# scan_tap_responder_flat

==> src/rtl/scan_tap_responder_if.sv <==
// Scan-chain port bundle between the chain controller (master) and the
// device-side TAP responder (slave).
interface scan_tap_responder_if;
    logic       tck;
    logic       tms;
    logic       tdi;
    logic       tdo;
    logic       rtck;
    logic [7:0] i_pins;
    logic [7:0] o_pins;

    modport master (
        output tck, tms, tdi, i_pins,
        input  tdo, rtck, o_pins
    );

    modport slave (
        input  tck, tms, tdi, i_pins,
        output tdo, rtck, o_pins
    );
endinterface

==> src/rtl/scan_tap_responder.sv <==
// JTAG TAP responder running entirely in the clk domain. tck/tms/tdi are
// oversampled, so tck is never used as a clock. It provides IDCODE, BYPASS
// and an 8-bit boundary data register.
module scan_tap_responder #(
    parameter logic [31:0] IDCODE      = 32'h1000_0001,
    parameter int          SYNC_STAGES = 2
) (
    input  logic                 clk,
    input  logic                 reset,
    scan_tap_responder_if.slave  bus
);

    localparam logic [3:0] INSTR_IDCODE = 4'h1;
    localparam logic [3:0] INSTR_SAMPLE = 4'h2;
    localparam logic [3:0] INSTR_EXTEST = 4'h3;
    localparam logic [3:0] IR_CAPTURE   = 4'b0101;

    typedef enum logic [3:0] {
        TLR, RTI,
        SEL_DR, CAP_DR, SH_DR, EX1_DR, PAUSE_DR, EX2_DR, UPD_DR,
        SEL_IR, CAP_IR, SH_IR, EX1_IR, PAUSE_IR, EX2_IR, UPD_IR
    } tapState_e;

    typedef enum logic [1:0] {DR_ID, DR_BOUNDARY, DR_BYPASS} drSel_e;

    logic [SYNC_STAGES-1:0] tckSync_q, tmsSync_q, tdiSync_q;
    logic                   prevTck_q;
    logic                   sTck, sTms, sTdi;
    logic                   tckRise, tckFall;

    tapState_e   state_q, state_d;
    logic [3:0]  ir_q, ir_d;
    logic [3:0]  irShift_q, irShift_d;
    logic [31:0] idShift_q, idShift_d;
    logic [7:0]  bsrShift_q, bsrShift_d;
    logic        bypass_q, bypass_d;
    logic [7:0]  oPins_q, oPins_d;
    logic        tdo_q, tdo_d;
    drSel_e      drSel;
    logic        drLsb;

    always_ff @(posedge clk) begin
        if (reset) begin
            tckSync_q <= '0;
            tmsSync_q <= '0;
            tdiSync_q <= '0;
            prevTck_q <= 1'b0;
        end else begin
            tckSync_q <= {tckSync_q[SYNC_STAGES-2:0], bus.tck};
            tmsSync_q <= {tmsSync_q[SYNC_STAGES-2:0], bus.tms};
            tdiSync_q <= {tdiSync_q[SYNC_STAGES-2:0], bus.tdi};
            prevTck_q <= sTck;
        end
    end

    assign sTck    = tckSync_q[SYNC_STAGES-1];
    assign sTms    = tmsSync_q[SYNC_STAGES-1];
    assign sTdi    = tdiSync_q[SYNC_STAGES-1];
    assign tckRise = sTck & ~prevTck_q;
    assign tckFall = ~sTck & prevTck_q;

    always_ff @(posedge clk) begin
        if (reset) begin
            state_q <= TLR;
        end else begin
            state_q <= state_d;
        end
    end

    always_comb begin
        state_d = state_q;
        if (tckRise) begin
            case (state_q)
                TLR:      state_d = sTms ? TLR    : RTI;
                RTI:      state_d = sTms ? SEL_DR : RTI;
                SEL_DR:   state_d = sTms ? SEL_IR : CAP_DR;
                CAP_DR:   state_d = sTms ? EX1_DR : SH_DR;
                SH_DR:    state_d = sTms ? EX1_DR : SH_DR;
                EX1_DR:   state_d = sTms ? UPD_DR : PAUSE_DR;
                PAUSE_DR: state_d = sTms ? EX2_DR : PAUSE_DR;
                EX2_DR:   state_d = sTms ? UPD_DR : SH_DR;
                UPD_DR:   state_d = sTms ? SEL_DR : RTI;
                SEL_IR:   state_d = sTms ? TLR    : CAP_IR;
                CAP_IR:   state_d = sTms ? EX1_IR : SH_IR;
                SH_IR:    state_d = sTms ? EX1_IR : SH_IR;
                EX1_IR:   state_d = sTms ? UPD_IR : PAUSE_IR;
                PAUSE_IR: state_d = sTms ? EX2_IR : PAUSE_IR;
                EX2_IR:   state_d = sTms ? UPD_IR : SH_IR;
                UPD_IR:   state_d = sTms ? SEL_DR : RTI;
                default:  state_d = TLR;
            endcase
        end
    end

    // SAMPLE and EXTEST share the boundary register; unknown codes fall to BYPASS
    always_comb begin
        case (ir_q)
            INSTR_IDCODE:               drSel = DR_ID;
            INSTR_SAMPLE, INSTR_EXTEST: drSel = DR_BOUNDARY;
            default:                    drSel = DR_BYPASS;
        endcase
        case (drSel)
            DR_ID:       drLsb = idShift_q[0];
            DR_BOUNDARY: drLsb = bsrShift_q[0];
            default:     drLsb = bypass_q;
        endcase
    end

    always_comb begin
        ir_d       = ir_q;
        irShift_d  = irShift_q;
        idShift_d  = idShift_q;
        bsrShift_d = bsrShift_q;
        bypass_d   = bypass_q;
        oPins_d    = oPins_q;
        tdo_d      = tdo_q;

        if (tckRise) begin
            case (state_q)
                CAP_IR: irShift_d = IR_CAPTURE;
                SH_IR:  irShift_d = {sTdi, irShift_q[3:1]};
                CAP_DR: begin
                    case (drSel)
                        DR_ID:       idShift_d  = IDCODE;
                        DR_BOUNDARY: bsrShift_d = bus.i_pins;
                        default:     bypass_d   = 1'b0;
                    endcase
                end
                SH_DR: begin
                    case (drSel)
                        DR_ID:       idShift_d  = {sTdi, idShift_q[31:1]};
                        DR_BOUNDARY: bsrShift_d = {sTdi, bsrShift_q[7:1]};
                        default:     bypass_d   = sTdi;
                    endcase
                end
                default: ;
            endcase
        end

        // Output and update happen on the falling edge so the controller sees stable tdo at its next rise
        if (tckFall) begin
            case (state_q)
                SH_IR:   tdo_d = irShift_q[0];
                SH_DR:   tdo_d = drLsb;
                default: tdo_d = 1'b0;
            endcase
            if (state_q == UPD_IR) begin
                ir_d = irShift_q;
            end
            if (state_q == UPD_DR && ir_q == INSTR_EXTEST) begin
                oPins_d = bsrShift_q;
            end
        end

        if (state_q == TLR) begin
            ir_d    = INSTR_IDCODE;
            oPins_d = '0;
        end
    end

    always_ff @(posedge clk) begin
        if (reset) begin
            ir_q       <= INSTR_IDCODE;
            irShift_q  <= '0;
            idShift_q  <= '0;
            bsrShift_q <= '0;
            bypass_q   <= 1'b0;
            oPins_q    <= '0;
            tdo_q      <= 1'b0;
        end else begin
            ir_q       <= ir_d;
            irShift_q  <= irShift_d;
            idShift_q  <= idShift_d;
            bsrShift_q <= bsrShift_d;
            bypass_q   <= bypass_d;
            oPins_q    <= oPins_d;
            tdo_q      <= tdo_d;
        end
    end

    assign bus.tdo    = tdo_q;
    assign bus.rtck   = prevTck_q;
    assign bus.o_pins = oPins_q;

endmodule

==> src/flat_wrapper.sv <==
// flat-port wrapper written by rule: the top's interface ports become plain ports
module scan_tap_responder_flat 
#(
    parameter logic [31:0] IDCODE      = 32'h1000_0001,
    parameter int          SYNC_STAGES = 2
)
  (clk, reset, bus_tck, bus_tms, bus_tdi, bus_i_pins, bus_tdo, bus_rtck, bus_o_pins);
  scan_tap_responder_if bus_i ();
  input  logic clk;
  input  logic reset;
  input wire logic [$bits(bus_i.tck)-1:0] bus_tck;
  input wire logic [$bits(bus_i.tms)-1:0] bus_tms;
  input wire logic [$bits(bus_i.tdi)-1:0] bus_tdi;
  input wire logic [$bits(bus_i.i_pins)-1:0] bus_i_pins;
  output wire logic [$bits(bus_i.tdo)-1:0] bus_tdo;
  output wire logic [$bits(bus_i.rtck)-1:0] bus_rtck;
  output wire logic [$bits(bus_i.o_pins)-1:0] bus_o_pins;
  assign bus_i.tck = bus_tck;
  assign bus_i.tms = bus_tms;
  assign bus_i.tdi = bus_tdi;
  assign bus_i.i_pins = bus_i_pins;
  assign bus_tdo = bus_i.tdo;
  assign bus_rtck = bus_i.rtck;
  assign bus_o_pins = bus_i.o_pins;
  scan_tap_responder #(.IDCODE(IDCODE), .SYNC_STAGES(SYNC_STAGES)) u_core (.clk(clk), .reset(reset), .bus(bus_i));
endmodule
==> config.mk <==
export PLATFORM = sky130hd
export DESIGN_NAME = scan_tap_responder_flat
export DESIGN_NICKNAME = d
export VERILOG_FILES = /design/src/rtl/scan_tap_responder_if.sv /design/src/rtl/scan_tap_responder.sv /design/src/flat_wrapper.sv
export SDC_FILE = /design/constraint.sdc
export NUM_CORES = 1
export LEC_CHECK = 0
export ABC_CLOCK_PERIOD_IN_PS = 2580
export CAP_MARGIN = 20
export CORE_UTILIZATION = 57
export DETAILED_ROUTE_END_ITERATION = 12
export GPL_TIMING_DRIVEN = 0
export PLACE_DENSITY = 0.8
export SETUP_SLACK_MARGIN = 0.2
export SYNTH_ARGS = -nofsm -noshare
export SYNTH_HDL_FRONTEND = slang
export SYNTH_SLANG_ARGS = --single-unit
==> constraint.sdc <==
create_clock -name clk -period 2.58 [get_ports clk]
set_input_delay 0.516 -clock clk [delete_from_list [all_inputs] [get_ports clk]]
set_output_delay 0.516 -clock clk [all_outputs]
set_load 0.01 [all_outputs]
# ifetch_line_requester_flat

<file path="config.mk">
export PLATFORM = sky130hd
export DESIGN_NAME = ifetch_line_requester_flat
export DESIGN_NICKNAME = d
export VERILOG_FILES = /design/src/rtl/ifetch_line_requester_if.sv /design/src/rtl/ifetch_line_requester.sv /design/src/flat_wrapper.sv
export SDC_FILE = /design/constraint.sdc
export NUM_CORES = 1
export LEC_CHECK = 0
export CORE_MARGIN = 2
export CORE_UTILIZATION = 43
export CTS_BUF_LIST = sky130_fd_sc_hd__clkbuf_4 sky130_fd_sc_hd__clkbuf_8
export CTS_CLUSTER_SIZE = 8
export DETAILED_ROUTE_END_ITERATION = 6
export GPL_TIMING_DRIVEN = 0
export PLACE_DENSITY = 0.88
export SLEW_MARGIN = 20
export SYNTH_ARGS = -nofsm -noshare
export SYNTH_HDL_FRONTEND = slang
export SYNTH_SLANG_ARGS = --single-unit
</file>
<file path="constraint.sdc">
create_clock -name clk -period 4.8 [get_ports clk]
set_clock_uncertainty 0.2 [all_clocks]
set_input_delay 0.48 -clock clk [delete_from_list [all_inputs] [get_ports clk]]
set_output_delay 0.48 -clock clk [all_outputs]
set_load 0.1 [all_outputs]
</file>
<file path="src/rtl/ifetch_line_requester_if.sv">
// Sysbus connection between the instruction-fetch line requester (master)
// and the system bus (slave): one request channel, one response channel.
interface ifetch_line_requester_if #(
  parameter int BUS_DATA_WIDTH = 64,
  parameter int BUS_TAG_WIDTH  = 13
) ();

  logic                      bus_reqcyc;
  logic [BUS_DATA_WIDTH-1:0] bus_req;
  logic [BUS_TAG_WIDTH-1:0]  bus_reqtag;
  logic                      bus_reqack;
  logic                      bus_respcyc;
  logic [BUS_DATA_WIDTH-1:0] bus_resp;
  logic                      bus_respack;

  modport master (
    output bus_reqcyc, bus_req, bus_reqtag, bus_respack,
    input  bus_reqack, bus_respcyc, bus_resp
  );

  modport slave (
    input  bus_reqcyc, bus_req, bus_reqtag, bus_respack,
    output bus_reqack, bus_respcyc, bus_resp
  );

endinterface

</file>
<file path="src/rtl/ifetch_line_requester.sv">
// Fetches one 64-byte instruction line over Sysbus and hands each returned
// beat, with its 1-based beat number, to the downstream fetcher.
module ifetch_line_requester #(
  parameter int BUS_DATA_WIDTH = 64,
  parameter int BUS_TAG_WIDTH  = 13,
  parameter int LINE_BEATS     = 8,
  localparam int CNT_W         = $clog2(LINE_BEATS) + 1
) (
  input  logic                      clk,
  input  logic                      reset_n,
  input  logic                      fetch_start,
  input  logic [63:0]               start_addr,
  ifetch_line_requester_if.master   bus,
  output logic [BUS_DATA_WIDTH-1:0] data,
  output logic [CNT_W-1:0]          count,
  output logic                      fetch_en,
  output logic                      busy,
  output logic                      line_done
);

  localparam int         OFS_W         = $clog2(LINE_BEATS * BUS_DATA_WIDTH / 8);
  localparam logic       SYSBUS_READ   = 1'b1;
  localparam logic [3:0] SYSBUS_MEMORY = 4'b0001;
  localparam logic [CNT_W-1:0] LAST_IDX = CNT_W'(LINE_BEATS - 1);

  typedef enum logic [1:0] {
    IDLE,
    REQ,
    RESP
  } state_e;

  state_e                    state_q, state_d;
  logic [63:0]               addr_q, addr_d;
  logic [BUS_DATA_WIDTH-1:0] data_q, data_d;
  logic [CNT_W-1:0]          count_q, count_d;
  logic                      fetch_en_q, fetch_en_d;
  logic                      line_done_q, line_done_d;

  // count_q doubles as the beat counter: it holds the number of beats
  // accepted so far, so the beat being accepted gets count_q + 1.
  always_comb begin
    // NOTE: every variable gets a default before the case so no path can
    // leave it unassigned, which would otherwise infer a latch.
    state_d     = state_q;
    addr_d      = addr_q;
    data_d      = data_q;
    count_d     = count_q;
    fetch_en_d  = 1'b0;
    line_done_d = 1'b0;

    unique case (state_q)
      IDLE: begin
        if (fetch_start) begin
          addr_d  = {start_addr[63:OFS_W], OFS_W'(0)};
          count_d = '0;
          state_d = REQ;
        end
      end
      REQ: begin
        if (bus.bus_reqack) state_d = RESP;
      end
      RESP: begin
        if (bus.bus_respcyc) begin
          data_d     = bus.bus_resp;
          count_d    = count_q + 1'b1;
          fetch_en_d = 1'b1;
          if (count_q == LAST_IDX) begin
            line_done_d = 1'b1;
            state_d     = IDLE;
          end
        end
      end
      default: state_d = IDLE;
    endcase
  end

  // NOTE: sequential state uses non-blocking assignments so every register
  // samples its pre-edge next-state value regardless of statement order.
  always_ff @(posedge clk or negedge reset_n) begin
    if (!reset_n) begin
      state_q     <= IDLE;
      addr_q      <= '0;
      data_q      <= '0;
      count_q     <= '0;
      fetch_en_q  <= 1'b0;
      line_done_q <= 1'b0;
    end else begin
      state_q     <= state_d;
      addr_q      <= addr_d;
      data_q      <= data_d;
      count_q     <= count_d;
      fetch_en_q  <= fetch_en_d;
      line_done_q <= line_done_d;
    end
  end

  // Request fields come straight from the captured address so they stay
  // stable for the whole time bus_reqcyc is high.
  assign bus.bus_reqcyc  = (state_q == REQ);
  assign bus.bus_req     = BUS_DATA_WIDTH'(addr_q);
  assign bus.bus_reqtag  = BUS_TAG_WIDTH'({SYSBUS_READ, SYSBUS_MEMORY, 8'h00});
  assign bus.bus_respack = (state_q == RESP) && bus.bus_respcyc;

  assign data      = data_q;
  assign count     = count_q;
  assign fetch_en  = fetch_en_q;
  assign line_done = line_done_q;
  assign busy      = (state_q != IDLE);

endmodule

</file>
<file path="src/flat_wrapper.sv">
// flat-port wrapper written by rule: the top's interface ports become plain ports
module ifetch_line_requester_flat 
#(
  parameter int BUS_DATA_WIDTH = 64,
  parameter int BUS_TAG_WIDTH  = 13,
  parameter int LINE_BEATS     = 8,
  localparam int CNT_W         = $clog2(LINE_BEATS) + 1
)
  (clk, reset_n, fetch_start, start_addr, data, count, fetch_en, busy, line_done, bus_bus_reqcyc, bus_bus_req, bus_bus_reqtag, bus_bus_respack, bus_bus_reqack, bus_bus_respcyc, bus_bus_resp);
  ifetch_line_requester_if #(.BUS_DATA_WIDTH(BUS_DATA_WIDTH), .BUS_TAG_WIDTH(BUS_TAG_WIDTH)) bus_i ();
  input  logic clk;
  input  logic reset_n;
  input  logic fetch_start;
  input  logic [63:0] start_addr;
  output logic [BUS_DATA_WIDTH-1:0] data;
  output logic [CNT_W-1:0] count;
  output logic fetch_en;
  output logic busy;
  output logic line_done;
  output wire logic [$bits(bus_i.bus_reqcyc)-1:0] bus_bus_reqcyc;
  output wire logic [$bits(bus_i.bus_req)-1:0] bus_bus_req;
  output wire logic [$bits(bus_i.bus_reqtag)-1:0] bus_bus_reqtag;
  output wire logic [$bits(bus_i.bus_respack)-1:0] bus_bus_respack;
  input wire logic [$bits(bus_i.bus_reqack)-1:0] bus_bus_reqack;
  input wire logic [$bits(bus_i.bus_respcyc)-1:0] bus_bus_respcyc;
  input wire logic [$bits(bus_i.bus_resp)-1:0] bus_bus_resp;
  assign bus_bus_reqcyc = bus_i.bus_reqcyc;
  assign bus_bus_req = bus_i.bus_req;
  assign bus_bus_reqtag = bus_i.bus_reqtag;
  assign bus_bus_respack = bus_i.bus_respack;
  assign bus_i.bus_reqack = bus_bus_reqack;
  assign bus_i.bus_respcyc = bus_bus_respcyc;
  assign bus_i.bus_resp = bus_bus_resp;
  ifetch_line_requester #(.BUS_DATA_WIDTH(BUS_DATA_WIDTH), .BUS_TAG_WIDTH(BUS_TAG_WIDTH), .LINE_BEATS(LINE_BEATS)) u_core (.clk(clk), .reset_n(reset_n), .fetch_start(fetch_start), .start_addr(start_addr), .bus(bus_i), .data(data), .count(count), .fetch_en(fetch_en), .busy(busy), .line_done(line_done));
endmodule
</file>
# lalu_arbiter

File: src/rtl/lalu_arbiter.sv
// lalu_arbiter
//   Round-robin arbiter and operation sequencer in front of a single LALU.
//   Two requesters offer {op, a, b} over valid/ready. The winner's operation
//   is latched and issued to the ALU. After ALU_LATENCY cycles the result is
//   captured and returned with the owner's ID over a valid/ready response
//   channel. Only one operation is in flight at a time.
//
// Ports
//   fpgaGlobalClock      clock, rising edge
//   rst_0                asynchronous active-high reset
//   reqN_valid/ready     request handshake (ready is combinational, IDLE only)
//   reqN_op/a/b          request payload
//   alu_issue            one-cycle start pulse to the ALU
//   alu_op/a/b           operation held for the ALU
//   alu_result           ALU output, sampled ALU_LATENCY cycles after issue
//   rsp_valid/ready      response handshake
//   rsp_id/result        owner and captured result
//   busy                 high whenever the sequencer is not idle
module lalu_arbiter #(
  parameter int WIDTH       = 16,
  parameter int OPW         = 4,
  parameter int ALU_LATENCY = 2    // 1..15
) (
  input  logic             fpgaGlobalClock,
  input  logic             rst_0,
  input  logic             req0_valid,
  output logic             req0_ready,
  input  logic [OPW-1:0]   req0_op,
  input  logic [WIDTH-1:0] req0_a,
  input  logic [WIDTH-1:0] req0_b,
  input  logic             req1_valid,
  output logic             req1_ready,
  input  logic [OPW-1:0]   req1_op,
  input  logic [WIDTH-1:0] req1_a,
  input  logic [WIDTH-1:0] req1_b,
  output logic             alu_issue,
  output logic [OPW-1:0]   alu_op,
  output logic [WIDTH-1:0] alu_a,
  output logic [WIDTH-1:0] alu_b,
  input  logic [WIDTH-1:0] alu_result,
  output logic             rsp_valid,
  input  logic             rsp_ready,
  output logic             rsp_id,
  output logic [WIDTH-1:0] rsp_result,
  output logic             busy
);

  localparam logic [1:0] S_IDLE  = 2'd0;
  localparam logic [1:0] S_ISSUE = 2'd1;
  localparam logic [1:0] S_WAIT  = 2'd2;
  localparam logic [1:0] S_RESP  = 2'd3;

  localparam logic [3:0] LAT = 4'(ALU_LATENCY);

  logic [1:0]       state_q, state_d;
  logic [3:0]       cnt_q, cnt_d;
  logic [OPW-1:0]   op_q, op_d;
  logic [WIDTH-1:0] a_q, a_d;
  logic [WIDTH-1:0] b_q, b_d;
  logic             owner_q, owner_d;
  logic             last_grant_q, last_grant_d;
  logic [WIDTH-1:0] result_q, result_d;

  logic gnt0, gnt1;

  // Grant decision. Ready is gated by reset so nothing is offered while
  // rst_0 is high. On a tie the requester that did not win last time goes.
  always_comb begin
    gnt0 = 1'b0;
    gnt1 = 1'b0;
    if (state_q == S_IDLE && !rst_0) begin
      if (req0_valid && req1_valid) begin
        gnt0 = last_grant_q;
        gnt1 = !last_grant_q;
      end else begin
        gnt0 = req0_valid;
        gnt1 = req1_valid;
      end
    end
  end

  assign req0_ready = gnt0;
  assign req1_ready = gnt1;

  always_comb begin
    state_d      = state_q;
    cnt_d        = cnt_q;
    op_d         = op_q;
    a_d          = a_q;
    b_d          = b_q;
    owner_d      = owner_q;
    last_grant_d = last_grant_q;
    result_d     = result_q;
    case (state_q)
      S_IDLE: begin
        // A grant implies the matching valid is high, so grant == accept.
        if (gnt0 || gnt1) begin
          state_d      = S_ISSUE;
          op_d         = gnt1 ? req1_op : req0_op;
          a_d          = gnt1 ? req1_a  : req0_a;
          b_d          = gnt1 ? req1_b  : req0_b;
          owner_d      = gnt1;
          last_grant_d = gnt1;
        end
      end
      S_ISSUE: begin
        state_d = S_WAIT;
        cnt_d   = LAT;
      end
      S_WAIT: begin
        // The last WAIT cycle is the one where alu_result is valid.
        if (cnt_q <= 4'd1) begin
          cnt_d    = 4'd0;
          result_d = alu_result;
          state_d  = S_RESP;
        end else begin
          cnt_d = cnt_q - 4'd1;
        end
      end
      default: begin
        if (rsp_ready) state_d = S_IDLE;
      end
    endcase
  end

  always_ff @(posedge fpgaGlobalClock or posedge rst_0) begin
    if (rst_0) begin
      state_q      <= S_IDLE;
      cnt_q        <= '0;
      op_q         <= '0;
      a_q          <= '0;
      b_q          <= '0;
      owner_q      <= 1'b0;
      last_grant_q <= 1'b1;
      result_q     <= '0;
    end else begin
      state_q      <= state_d;
      cnt_q        <= cnt_d;
      op_q         <= op_d;
      a_q          <= a_d;
      b_q          <= b_d;
      owner_q      <= owner_d;
      last_grant_q <= last_grant_d;
      result_q     <= result_d;
    end
  end

  assign alu_issue  = (state_q == S_ISSUE);
  assign alu_op     = op_q;
  assign alu_a      = a_q;
  assign alu_b      = b_q;
  assign rsp_valid  = (state_q == S_RESP);
  assign rsp_id     = owner_q;
  assign rsp_result = result_q;
  assign busy       = (state_q != S_IDLE);

endmodule

File: config.mk
export PLATFORM = sky130hd
export DESIGN_NAME = lalu_arbiter
export DESIGN_NICKNAME = d
export VERILOG_FILES = /design/src/rtl/lalu_arbiter.sv
export SDC_FILE = /design/constraint.sdc
export NUM_CORES = 1
export LEC_CHECK = 0
export CAP_MARGIN = 20
export CORE_MARGIN = 8
export CORE_UTILIZATION = 28
export CTS_CLUSTER_SIZE = 30
export DETAILED_ROUTE_END_ITERATION = 12
export GPL_ROUTABILITY_DRIVEN = 0
export PLACE_DENSITY = 0.57
export SYNTH_ARGS = -nofsm -noshare
export SYNTH_HDL_FRONTEND = slang
export SYNTH_SLANG_ARGS = --single-unit
File: constraint.sdc
create_clock -name fpgaGlobalClock -period 5.85 [get_ports fpgaGlobalClock]
set_input_delay 1.4625 -clock fpgaGlobalClock [delete_from_list [all_inputs] [get_ports fpgaGlobalClock]]
set_output_delay 1.4625 -clock fpgaGlobalClock [all_outputs]
set_load 0.03 [all_outputs]
# uart_frame_assembler

--- src/rtl/uart_pkg.sv ---
// Shared UART definitions: character width default, frame-assembler state
// encoding, and a default inter-byte timeout of roughly ten character times.
package uart_pkg;

  localparam int unsigned DBITS_DEF     = 8;

  // 96 MHz / 9600 baud = 10000 clk per bit. One character is 10 bits
  // (start + 8 data + stop). Ten characters give 1_000_000 cycles.
  localparam int unsigned CLK_FREQ      = 96_000_000;
  localparam int unsigned BAUD          = 9600;
  localparam int unsigned CHAR_BITS     = 10;
  localparam int unsigned TIMEOUT_CHARS = 10;
  localparam int unsigned TIMEOUT_DEF   = (CLK_FREQ / BAUD) * CHAR_BITS * TIMEOUT_CHARS;

  typedef enum logic [1:0] {
    ST_IDLE    = 2'd0,
    ST_COLLECT = 2'd1,
    ST_HOLD    = 2'd2
  } state_e;

endpackage

--- src/rtl/uart_idle_timer.sv ---
// Idle-cycle counter used to abort partial frames.
//  clk, reset : clock, synchronous active-high reset
//  clear      : zero the count (wins over enable)
//  enable     : count this cycle
//  expired    : 1-cycle pulse on the enabled, uncleared cycle where count==N-1
// N==0 disables the timer (expired tied low).
module uart_idle_timer #(
  parameter int unsigned N = 16
) (
  input  logic clk,
  input  logic reset,
  input  logic clear,
  input  logic enable,
  output logic expired
);

  generate
    if (N == 0) begin : g_off
      logic unused_in;
      assign unused_in = ^{clk, reset, clear, enable};
      assign expired   = 1'b0;
    end else begin : g_on
      localparam int TW = $clog2(N + 1);
      logic [TW-1:0] cnt_q, cnt_d;

      // Saturates at N so a long idle never wraps back into range.
      always_comb begin
        cnt_d = cnt_q;
        if (clear)
          cnt_d = '0;
        else if (enable && (cnt_q != TW'(N)))
          cnt_d = cnt_q + TW'(1);
      end

      always_ff @(posedge clk) begin
        if (reset) cnt_q <= '0;
        else       cnt_q <= cnt_d;
      end

      assign expired = enable && !clear && (cnt_q == TW'(N - 1));
    end
  endgenerate

endmodule

--- src/rtl/uart_frame_assembler.sv ---
// Collects FRAME_BYTES UART characters into one word and offers it on a
// valid/ready interface; a partial frame is discarded after TIMEOUT_CYCLES
// idle cycles (0 disables the timeout).
//  clk, reset   : clock, synchronous active-high reset
//  byte_in      : received character, qualified by byte_valid (1-cycle pulse)
//  frame_out    : assembled frame, first byte in [DBITS-1:0]
//  frame_valid  : frame available, held until frame_ready
//  frame_ready  : consumer accepts frame
//  byte_count   : bytes held in the current frame
//  busy         : collecting or holding a frame
//  timeout_err  : 1-cycle pulse, partial frame discarded
//  overrun_err  : 1-cycle pulse, byte dropped while a frame is pending
module uart_frame_assembler
  import uart_pkg::*;
#(
  parameter int unsigned DBITS          = DBITS_DEF,
  parameter int unsigned FRAME_BYTES    = 4,
  parameter int unsigned TIMEOUT_CYCLES = TIMEOUT_DEF
) (
  input  logic                                 clk,
  input  logic                                 reset,
  input  logic [DBITS-1:0]                     byte_in,
  input  logic                                 byte_valid,
  output logic [FRAME_BYTES*DBITS-1:0]         frame_out,
  output logic                                 frame_valid,
  input  logic                                 frame_ready,
  output logic [$clog2(FRAME_BYTES+1)-1:0]     byte_count,
  output logic                                 busy,
  output logic                                 timeout_err,
  output logic                                 overrun_err
);

  localparam int CW = $clog2(FRAME_BYTES + 1);
  localparam logic [CW-1:0] LAST = CW'(FRAME_BYTES - 1);
  localparam state_e FIRST_NEXT = (FRAME_BYTES == 1) ? ST_HOLD : ST_COLLECT;

  state_e                              state_q, state_d;
  logic [CW-1:0]                       count_q, count_d;
  logic [FRAME_BYTES-1:0][DBITS-1:0]   slots_q, slots_d;
  logic                                tmo_q, tmo_d;
  logic                                ovr_q, ovr_d;
  logic                                store;
  logic [CW-1:0]                       wr_slot;
  logic                                expired;

  // Timer only runs while collecting; any byte or other state restarts it.
  uart_idle_timer #(.N(TIMEOUT_CYCLES)) u_timer (
    .clk     (clk),
    .reset   (reset),
    .clear   (byte_valid || (state_q != ST_COLLECT)),
    .enable  (state_q == ST_COLLECT),
    .expired (expired)
  );

  always_comb begin
    state_d = state_q;
    count_d = count_q;
    store   = 1'b0;
    wr_slot = count_q;
    tmo_d   = 1'b0;
    ovr_d   = 1'b0;
    case (state_q)
      ST_IDLE: begin
        if (byte_valid) begin
          store   = 1'b1;
          wr_slot = '0;
          count_d = CW'(1);
          state_d = FIRST_NEXT;
        end
      end
      ST_COLLECT: begin
        // A byte on the expiry cycle wins over the timeout.
        if (byte_valid) begin
          store   = 1'b1;
          count_d = count_q + CW'(1);
          if (count_q == LAST) state_d = ST_HOLD;
        end else if (expired) begin
          tmo_d   = 1'b1;
          count_d = '0;
          state_d = ST_IDLE;
        end
      end
      ST_HOLD: begin
        if (frame_ready) begin
          if (byte_valid) begin
            // Byte accepted alongside the handshake starts the next frame.
            store   = 1'b1;
            wr_slot = '0;
            count_d = CW'(1);
            state_d = FIRST_NEXT;
          end else begin
            count_d = '0;
            state_d = ST_IDLE;
          end
        end else if (byte_valid) begin
          ovr_d = 1'b1;
        end
      end
      default: begin
        count_d = '0;
        state_d = ST_IDLE;
      end
    endcase
  end

  // Only the addressed slot is written; stale slots are left as they are.
  always_comb begin
    slots_d = slots_q;
    for (int i = 0; i < FRAME_BYTES; i++)
      if (store && (wr_slot == CW'(i))) slots_d[i] = byte_in;
  end

  always_ff @(posedge clk) begin
    if (reset) begin
      state_q <= ST_IDLE;
      count_q <= '0;
      slots_q <= '0;
      tmo_q   <= 1'b0;
      ovr_q   <= 1'b0;
    end else begin
      state_q <= state_d;
      count_q <= count_d;
      slots_q <= slots_d;
      tmo_q   <= tmo_d;
      ovr_q   <= ovr_d;
    end
  end

  assign frame_out   = slots_q;
  assign frame_valid = (state_q == ST_HOLD);
  assign byte_count  = count_q;
  assign busy        = (state_q != ST_IDLE);
  assign timeout_err = tmo_q;
  assign overrun_err = ovr_q;

endmodule

--- config.mk ---
export PLATFORM = sky130hd
export DESIGN_NAME = uart_frame_assembler
export DESIGN_NICKNAME = d
export VERILOG_FILES = /design/src/rtl/uart_pkg.sv /design/src/rtl/uart_idle_timer.sv /design/src/rtl/uart_frame_assembler.sv
export SDC_FILE = /design/constraint.sdc
export NUM_CORES = 1
export LEC_CHECK = 0
export ABC_AREA = 0
export CAP_MARGIN = 20
export CORE_ASPECT_RATIO = 0.5
export CORE_UTILIZATION = 50
export DETAILED_ROUTE_END_ITERATION = 12
export PLACE_DENSITY = 0.77
export SETUP_SLACK_MARGIN = 0.5
export SKIP_CTS_REPAIR_TIMING = 1
export SYNTH_ARGS = -nofsm -noshare
export SYNTH_HDL_FRONTEND = slang
export SYNTH_SLANG_ARGS = --single-unit
--- constraint.sdc ---
create_clock -name clk -period 2.95 [get_ports clk]
set_clock_uncertainty 0.2 [all_clocks]
set_input_delay 0.59 -clock clk [delete_from_list [all_inputs] [get_ports clk]]
set_output_delay 0.59 -clock clk [all_outputs]
set_load 0.01 [all_outputs]

==> screenshots <==
Routing congestion.
panel A
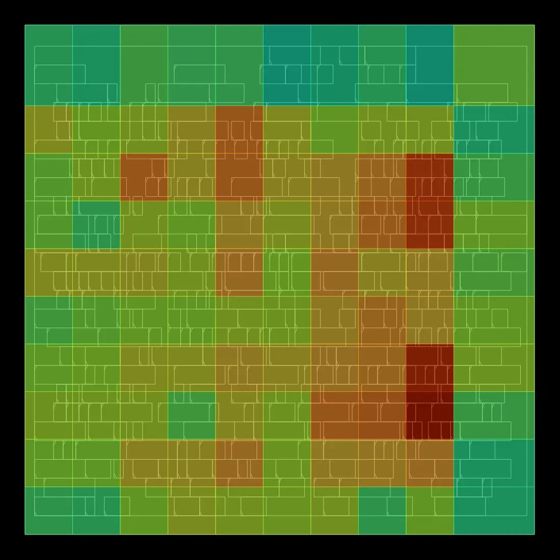
panel B
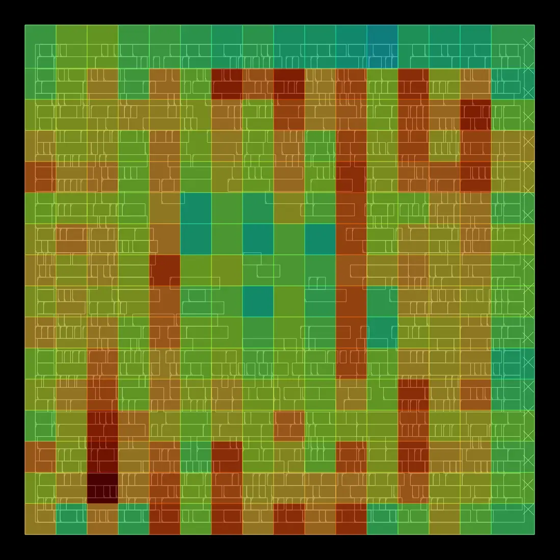
panel C
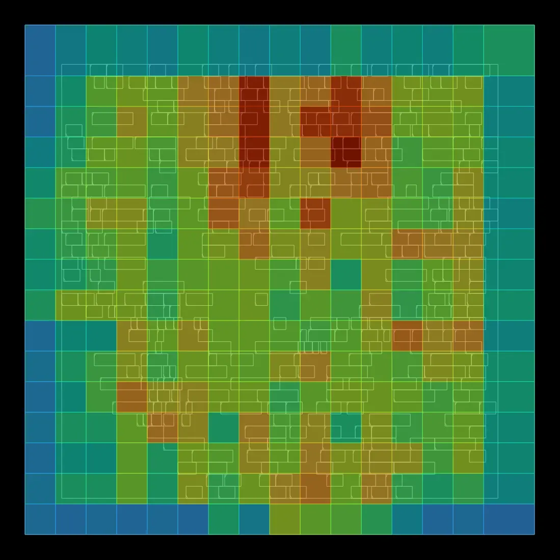
panel D
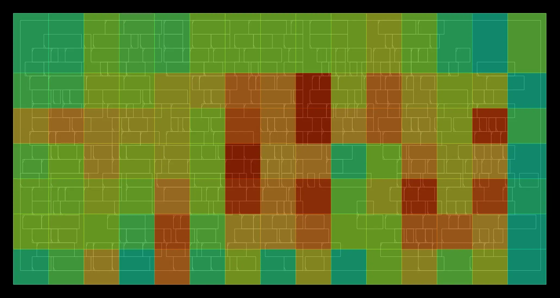
scan_tap_responder_flat: panel A
uart_frame_assembler: panel D
lalu_arbiter: panel C
ifetch_line_requester_flat: panel B
- lowest track usage: panel C

Figure 1. Sizing map (uart_frame_assembler).
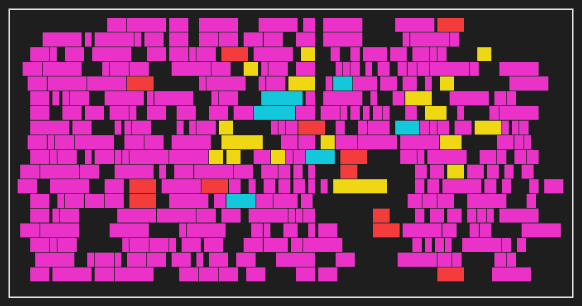
Key: x3 and x4 = yellow [cells 17, most used buf_4]; x1 and smaller = magenta [cells 296, most used dfxtp_1]; x2 = cyan [cells 6, most used dfxtp_2]; x6 and larger = red [cells 12, most used clkbuf_8]

==> results.json, uart_frame_assembler <==
{
  "die_h_um": 53.1,
  "r2r-start": "u_timer.g_on.cnt_q[9]$_SDFFE_PP0P_",
  "routed_wl_mm": 5.80,
  "clk_latency_ns": 0.33,
  "gp_congestion": 0.786,
  "sh_seq_area_pct": 35.2,
  "cp.required_ns": 2.96,
  "hold_start": "frame_out[8]$_SDFFE_PP0P_",
  "largest_reg_flops": 32,
  "ant_nets": 0,
  "clkbuf_count": 10,
  "route.met3.wl_um": 314,
  "grt_pass1_vias": 2092,
  "grtUsageMet3_pct": 8.50,
  "synth_area_leader_cell": "dfxtp_1",
  "status": "completed"
}
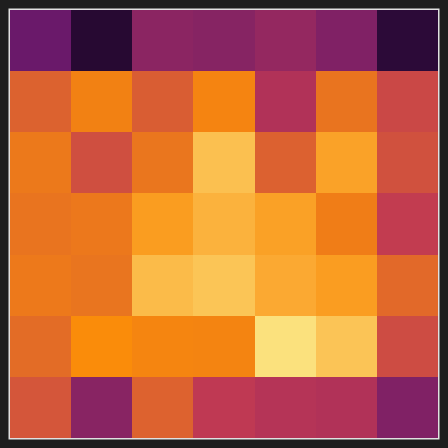
Figure 2: scan_tap_responder_flat, cell density map.
7 x 7 tiles, from black (low) to pale yellow (high), 0 to 100% covered.
The fullest tile reaches 94%. The mean over all tiles is 62%. The densest ninth of the die: center. 22% of the tiles are over 75% full.

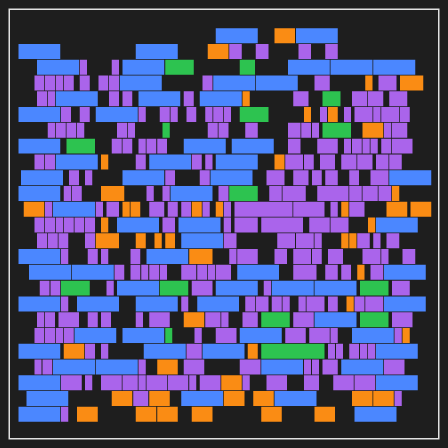
Figure 3: scan_tap_responder_flat, placement by cell class.
Key: clock drivers and dummy loads = green [cells 15, share of their area 5.7%]; remaining logic cells = purple [cells 234, share of their area 42%]; registers = blue [cells 69, share of their area 41%]; remaining buffers and delay cells = orange [cells 49, share of their area 11%]
design area: 0.00343 mm^2
Seq area share: 40.2%

==> results.json, scan_tap_responder_flat <==
{
  "grtUsageMet3_pct": 7.68,
  "ys_cells": 330,
  "yosys.cell_count.top_type": "dfxtp_1",
  "clkTransAtPathRegs_ns": 0.07,
  "largest_class": "combinational gates",
  "mappedNetlistArea_mm2": 0.00294,
  "grt_pass1_wl_mm": 9.75,
  "largest_reg_flops": 32,
  "seq_area_frac_synth_pct": 47.0,
  "syn_nets": 343,
  "io_buffers": 22,
  "hold_buffers": 0,
  "fin_crit_sh_pct": 78.5,
  "die_area_mm2": 0.00544,
  "gp_congestion": 0.861,
  "post-cts-setup-buffers": 0,
  "crit_arrival_ns": 2.23,
  "gr-usage-met1_pct": 30.5,
  "post_cts_resized": 0,
  "grtUsageMet2_pct": 37.1,
  "cts_buffers": 9,
  "status": "completed",
  "crit_end": "u_core.idShift_q[8]$_SDFFE_PP0P_",
  "htree_levels": 3,
  "comb_area_share_pct": 40.8,
  "r2r-start": "u_core.state_q[2]$_SDFFE_PP0P_",
  "cp.depth": 5
}
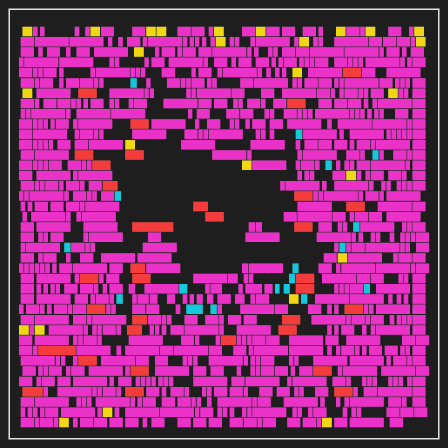
Figure 4: ifetch_line_requester_flat, sizing map.
Key: x3 and x4 = yellow [cells 26, most used buf_4]; x1 and smaller = magenta [cells 802, most used nand2_1]; x6 and larger = red [cells 33, most used clkbuf_8]; x2 = cyan [cells 18, most used buf_2]

==> results.json, ifetch_line_requester_flat <==
{
  "buffers": 305,
  "comb_area_mm2": 0.00160,
  "ys_cells": 572,
  "htree_levels": 4,
  "drc": 20,
  "cts_buffers": 17,
  "hold_start": "u_core.bus.bus_req[56]$_DFFE_PN0P_",
  "seqCellArea_mm2": 0.00325,
  "routed_wl_mm": 15.2,
  "clk_latency_ns": 0.43,
  "status": "complete, but fails checks",
  "pin_count": 283,
  "grt_usage_pct": 25.1,
  "hold_buffers": 1,
  "yosys.cell_count.top_type": "nand2_1",
  "violations": "design-rule violations",
  "io_buffers": 257,
  "sh_seq_area_pct": 38.8,
  "post_cts_resized": 0,
  "crit_end": "bus_bus_respack",
  "slowest_stage": "clkdlybuf4s50_1"
}
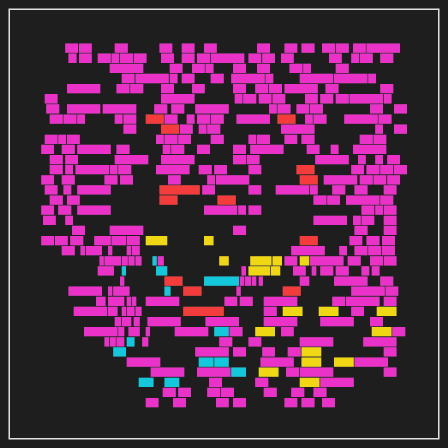
Figure 5: lalu_arbiter, sizing map.
Key: x2 = cyan [cells 13, most used mux2_2]; x3 and x4 = yellow [cells 18, most used mux2_4]; x6 and larger = red [cells 13, most used clkbuf_8]; x1 and smaller = magenta [cells 324, most used clkdlybuf4s50_1]
final worst slack: 1.26 ns
Area Overhead vs Synth: 66.7%

==> results.json, lalu_arbiter <==
{
  "crit_end": "req0_ready",
  "comb_area_share_pct": 24.4,
  "slowest_stage": "clkdlybuf4s50_1",
  "compound_area_share_pct": 16.3,
  "overflow": 0,
  "fin_crit_ns": 4.59,
  "dr_wl_met2_mm": 4.38,
  "hold_start": "rsp_result[15]$_DFFE_PP0P_",
  "post-place-ws_ns": 1.25,
  "grtUsageMet3_pct": 4.57,
  "synth.top_cell.area_share_pct": 53.8,
  "fin_crit_sh_pct": 78.4,
  "worstReg2RegEnd": "alu_b[9]$_DFFE_PP0P_",
  "syn_nets": 311,
  "synth_top_flop_cell": "dfrtp_1",
  "crit_family": "buffers and inverters",
  "firstDrtPassIters": 4,
  "die_area_mm2": 0.0132,
  "lay_top_count": "clkdlybuf4s50_1",
  "yosys_area_mm2": 0.00274,
  "status": "completed",
  "finalSetupTns_ns": 0,
  "antenna_cells": 0,
  "crit_start": "rst_0",
  "sh_seq_area_pct": 32.9,
  "crit_path_max_incr_delay_ns": 0.72,
  "n_all_inverters": 9,
  "wl_per_cell_um": 17.3,
  "netlist_instances": 212,
  "final-nonclk-buf-share_pct": 33.5,
  "pin_count": 151,
  "grtUsageMet2_pct": 21.1,
  "io_buffers": 150,
  "hold_violations": 0,
  "async_reset_ff_share_pct": 100,
  "cp.required_ns": 4.39,
  "buffers": 154,
  "top_cells_by_count": "dfrtp_1, a221o_1, nor2b_1",
  "syn_area_per_cell_um2": 12.9,
  "slew_headroom_pct": 64.2
}

# mem_port_arbiter

Figure 6. Sizing map (mem_port_arbiter).
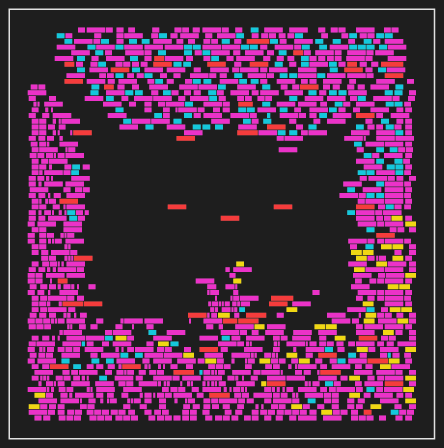
`config.mk`:
```
export PLATFORM = sky130hd
export DESIGN_NAME = mem_port_arbiter
export DESIGN_NICKNAME = d
export VERILOG_FILES = /design/src/rtl/riscv_pkg.sv /design/src/rtl/mem_port_arbiter.sv
export SDC_FILE = /design/constraint.sdc
export NUM_CORES = 1
export LEC_CHECK = 0
export CAP_MARGIN = 20
export CORE_AREA = 8 8 194 196
export CTS_CLUSTER_DIAMETER = 120
export DETAILED_ROUTE_END_ITERATION = 12
export DIE_AREA = 0 0 202 204
export GPL_TIMING_DRIVEN = 0
export PLACE_DENSITY = 0.74
export REMOVE_ABC_BUFFERS = 1
export SLEW_MARGIN = 25
export SYNTH_ARGS = -nofsm -noshare
export SYNTH_HDL_FRONTEND = slang
export SYNTH_SLANG_ARGS = --single-unit
export TNS_END_PERCENT = 5
```
`constraint.sdc`:
```
create_clock -name clk -period 9.6 [get_ports clk]
set_input_delay 0.96 -clock clk [delete_from_list [all_inputs] [get_ports clk]]
set_output_delay 0.96 -clock clk [all_outputs]
set_load 0.02 [all_outputs]
```
`src/rtl/riscv_pkg.sv`:
```
// Shared types and default widths for the core's memory-side blocks.
package riscv_pkg;

  localparam int unsigned DEFAULT_ADDR_W = 64;
  localparam int unsigned DEFAULT_DATA_W = 64;

  typedef enum logic [1:0] {
    ARB_IDLE,
    ARB_FETCH,
    ARB_DATA
  } arb_state_t;

endpackage

```
`src/rtl/mem_port_arbiter.sv`:
```
// Shares one memory port between instruction fetch and data access. Data has fixed
// priority; each grant is latched and held for the memory latency, then a done pulse.
module mem_port_arbiter
  import riscv_pkg::*;
#(
  parameter int unsigned ADDR_W  = DEFAULT_ADDR_W,
  parameter int unsigned DATA_W  = DEFAULT_DATA_W,
  parameter int unsigned MEM_LAT = 2
) (
  input  logic              clk,
  input  logic              reset,
  input  logic              if_req,
  input  logic [ADDR_W-1:0] if_addr,
  output logic [DATA_W-1:0] if_rdata,
  output logic              if_done,
  input  logic              d_req,
  input  logic              d_we,
  input  logic [ADDR_W-1:0] d_addr,
  input  logic [DATA_W-1:0] d_wdata,
  output logic [DATA_W-1:0] d_rdata,
  output logic              d_done,
  output logic [ADDR_W-1:0] mem_addr,
  output logic [DATA_W-1:0] mem_wdata,
  output logic              mem_we,
  input  logic [DATA_W-1:0] mem_rdata
);

  localparam int unsigned CntW = $clog2(MEM_LAT + 1);
  localparam logic [CntW-1:0] CntInit = CntW'(MEM_LAT - 1);

  arb_state_t        state_q;
  logic [CntW-1:0]   cnt_q;
  logic [ADDR_W-1:0] addr_q;
  logic [DATA_W-1:0] wdata_q;
  logic              mem_we_q;
  logic [DATA_W-1:0] if_rdata_q;
  logic [DATA_W-1:0] d_rdata_q;
  logic              if_done_q;
  logic              d_done_q;

  logic grant_data;
  logic grant_fetch;

  // A requester in its done cycle is masked so a still-high req is not re-granted.
  always_comb begin
    grant_data  = 1'b0;
    grant_fetch = 1'b0;
    if (state_q == ARB_IDLE) begin
      if (d_req && !d_done_q) begin
        grant_data = 1'b1;
      end else if (if_req && !if_done_q) begin
        grant_fetch = 1'b1;
      end
    end
  end

  always_ff @(posedge clk or posedge reset) begin
    if (reset) begin
      state_q    <= ARB_IDLE;
      cnt_q      <= '0;
      addr_q     <= '0;
      wdata_q    <= '0;
      mem_we_q   <= 1'b0;
      if_rdata_q <= '0;
      d_rdata_q  <= '0;
      if_done_q  <= 1'b0;
      d_done_q   <= 1'b0;
    end else begin
      if_done_q <= 1'b0;
      d_done_q  <= 1'b0;
      mem_we_q  <= 1'b0;
      unique case (state_q)
        ARB_IDLE: begin
          if (grant_data) begin
            addr_q   <= d_addr;
            wdata_q  <= d_wdata;
            mem_we_q <= d_we;
            cnt_q    <= CntInit;
            state_q  <= ARB_DATA;
          end else if (grant_fetch) begin
            addr_q  <= if_addr;
            cnt_q   <= CntInit;
            state_q <= ARB_FETCH;
          end
        end
        ARB_FETCH: begin
          if (cnt_q == '0) begin
            if_rdata_q <= mem_rdata;
            if_done_q  <= 1'b1;
            state_q    <= ARB_IDLE;
          end else begin
            cnt_q <= cnt_q - CntW'(1);
          end
        end
        ARB_DATA: begin
          // mem_we_q is only ever high in the single busy cycle of a store.
          if (mem_we_q) begin
            d_done_q <= 1'b1;
            state_q  <= ARB_IDLE;
          end else if (cnt_q == '0) begin
            d_rdata_q <= mem_rdata;
            d_done_q  <= 1'b1;
            state_q   <= ARB_IDLE;
          end else begin
            cnt_q <= cnt_q - CntW'(1);
          end
        end
        default: state_q <= ARB_IDLE;
      endcase
    end
  end

  assign mem_addr  = addr_q;
  assign mem_wdata = wdata_q;
  assign mem_we    = mem_we_q;
  assign if_rdata  = if_rdata_q;
  assign d_rdata   = d_rdata_q;
  assign if_done   = if_done_q;
  assign d_done    = d_done_q;

  a_done_excl: assert property (@(posedge clk) disable iff (reset) !(if_done && d_done));
  a_we_in_data: assert property (@(posedge clk) disable iff (reset)
    mem_we |-> (state_q == ARB_DATA));
  a_we_single: assert property (@(posedge clk) disable iff (reset) mem_we |=> !mem_we);

endmodule

```
==> results.json <==
{
  "status": "completed",
  "switching_share_pct": 36.4,
  "power_clock_w": 0.00111,
  "grt_max_degree": 98,
  "async_reset_ff_share_pct": 100,
  "grt_pass1_vias": 8519,
  "yosys_area_mm2": 0.0107,
  "overflow": 0,
  "n_all_inverters": 7,
  "firstDrtPassIters": 4,
  "seq_area_frac_synth_pct": 61.4,
  "crit_start": "d_req",
  "cap_violations": 0,
  "area_leaders": "dfrtp_1, mux2_2, mux2_4",
  "synth_area_leader_cell": "dfrtp_1",
  "worstReg2RegEnd": "mem_addr[43]$_DFFE_PP0P_",
  "crit_arrival_ns": 3.10,
  "drtIter0Drc": 232,
  "cts_max_path_buffers": 3,
  "critPathLaunchType": "primary input",
  "p_comb_w": 0.00333,
  "final.setup.worst_slack_ns": 6.90,
  "antenna_cells": 1,
  "seqPwrFrac_pct": 30.9,
  "clkbuf_count": 43,
  "ys_sh_xor_pct": 0,
  "fin_area_mm2": 0.0174,
  "final_core_util_pct": 50.0,
  "slowest_stage": "clkdlybuf4s50_1",
  "fin_nets": 1511,
  "finalSetupTns_ns": 0,
  "crit_chain": "clkdlybuf4s50_1 -> nor2b_4 -> nand2_8 -> buf_16 -> mux2i_1 -> o21ai_0",
  "num-multi-input-gates": 415,
  "crit_end": "mem_addr[43]$_DFFE_PP0P_",
  "place_area_mm2": 0.0164,
  "fmax_mhz": 371,
  "end_kind": "flip-flop",
  "top_power_group": "combinational cells",
  "viasPerCell": 4.44
}
## Picture notes: Figure 6
Key: x1 and smaller = magenta [cells 1013, most used clkdlybuf4s50_1]; x3 and x4 = yellow [cells 50, most used mux2_4]; x2 = cyan [cells 152, most used mux2_2]; x6 and larger = red [cells 49, most used clkbuf_16]



==> layout pictures side by side <==
Cell density map.
shot_01.png
11 x 11 tiles, from black (low) to pale yellow (high), 0 to 100% covered.
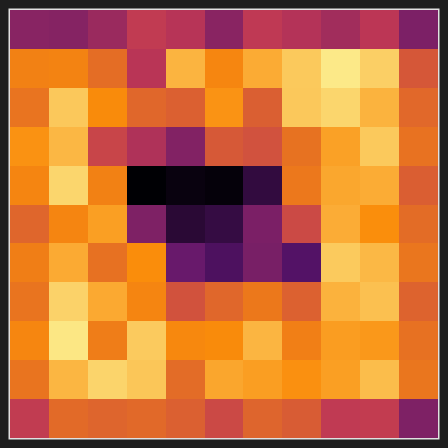
shot_02.png
10 x 5 tiles, from black (low) to pale yellow (high), 0 to 100% covered.
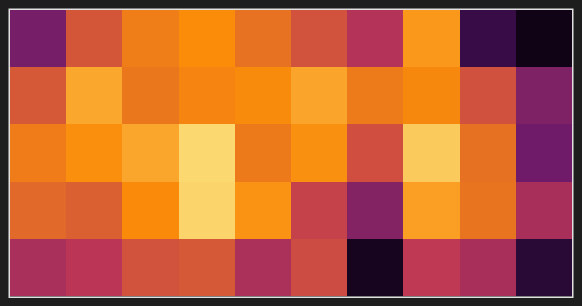
shot_03.png
11 x 11 tiles, from black (low) to pale yellow (high), 0 to 100% covered.
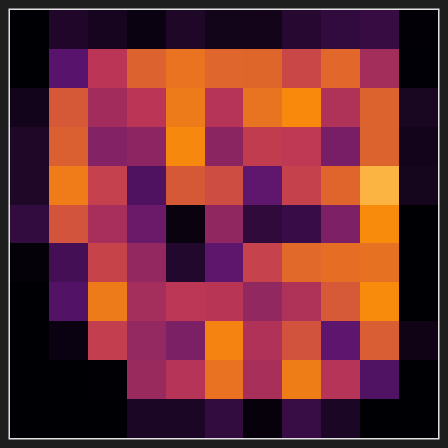
shot_04.png
20 x 20 tiles, from black (low) to pale yellow (high), 0 to 100% covered.
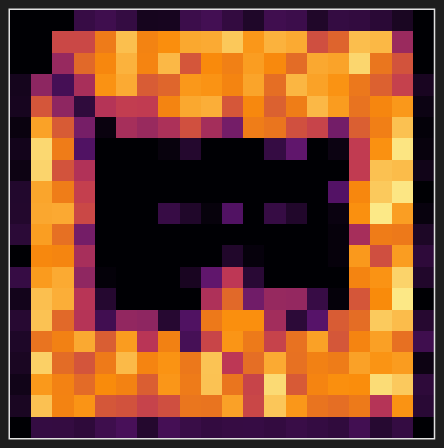
- uart_frame_assembler = shot_02.png
- lalu_arbiter = shot_03.png
- ifetch_line_requester_flat = shot_01.png
- mem_port_arbiter = shot_04.png

Key to shot_03.png:
0.80% of the tiles are over 75% full. The fullest tile reaches 84%. The emptiest ninth of the die: south-west. 17% of the tiles are nearly empty.

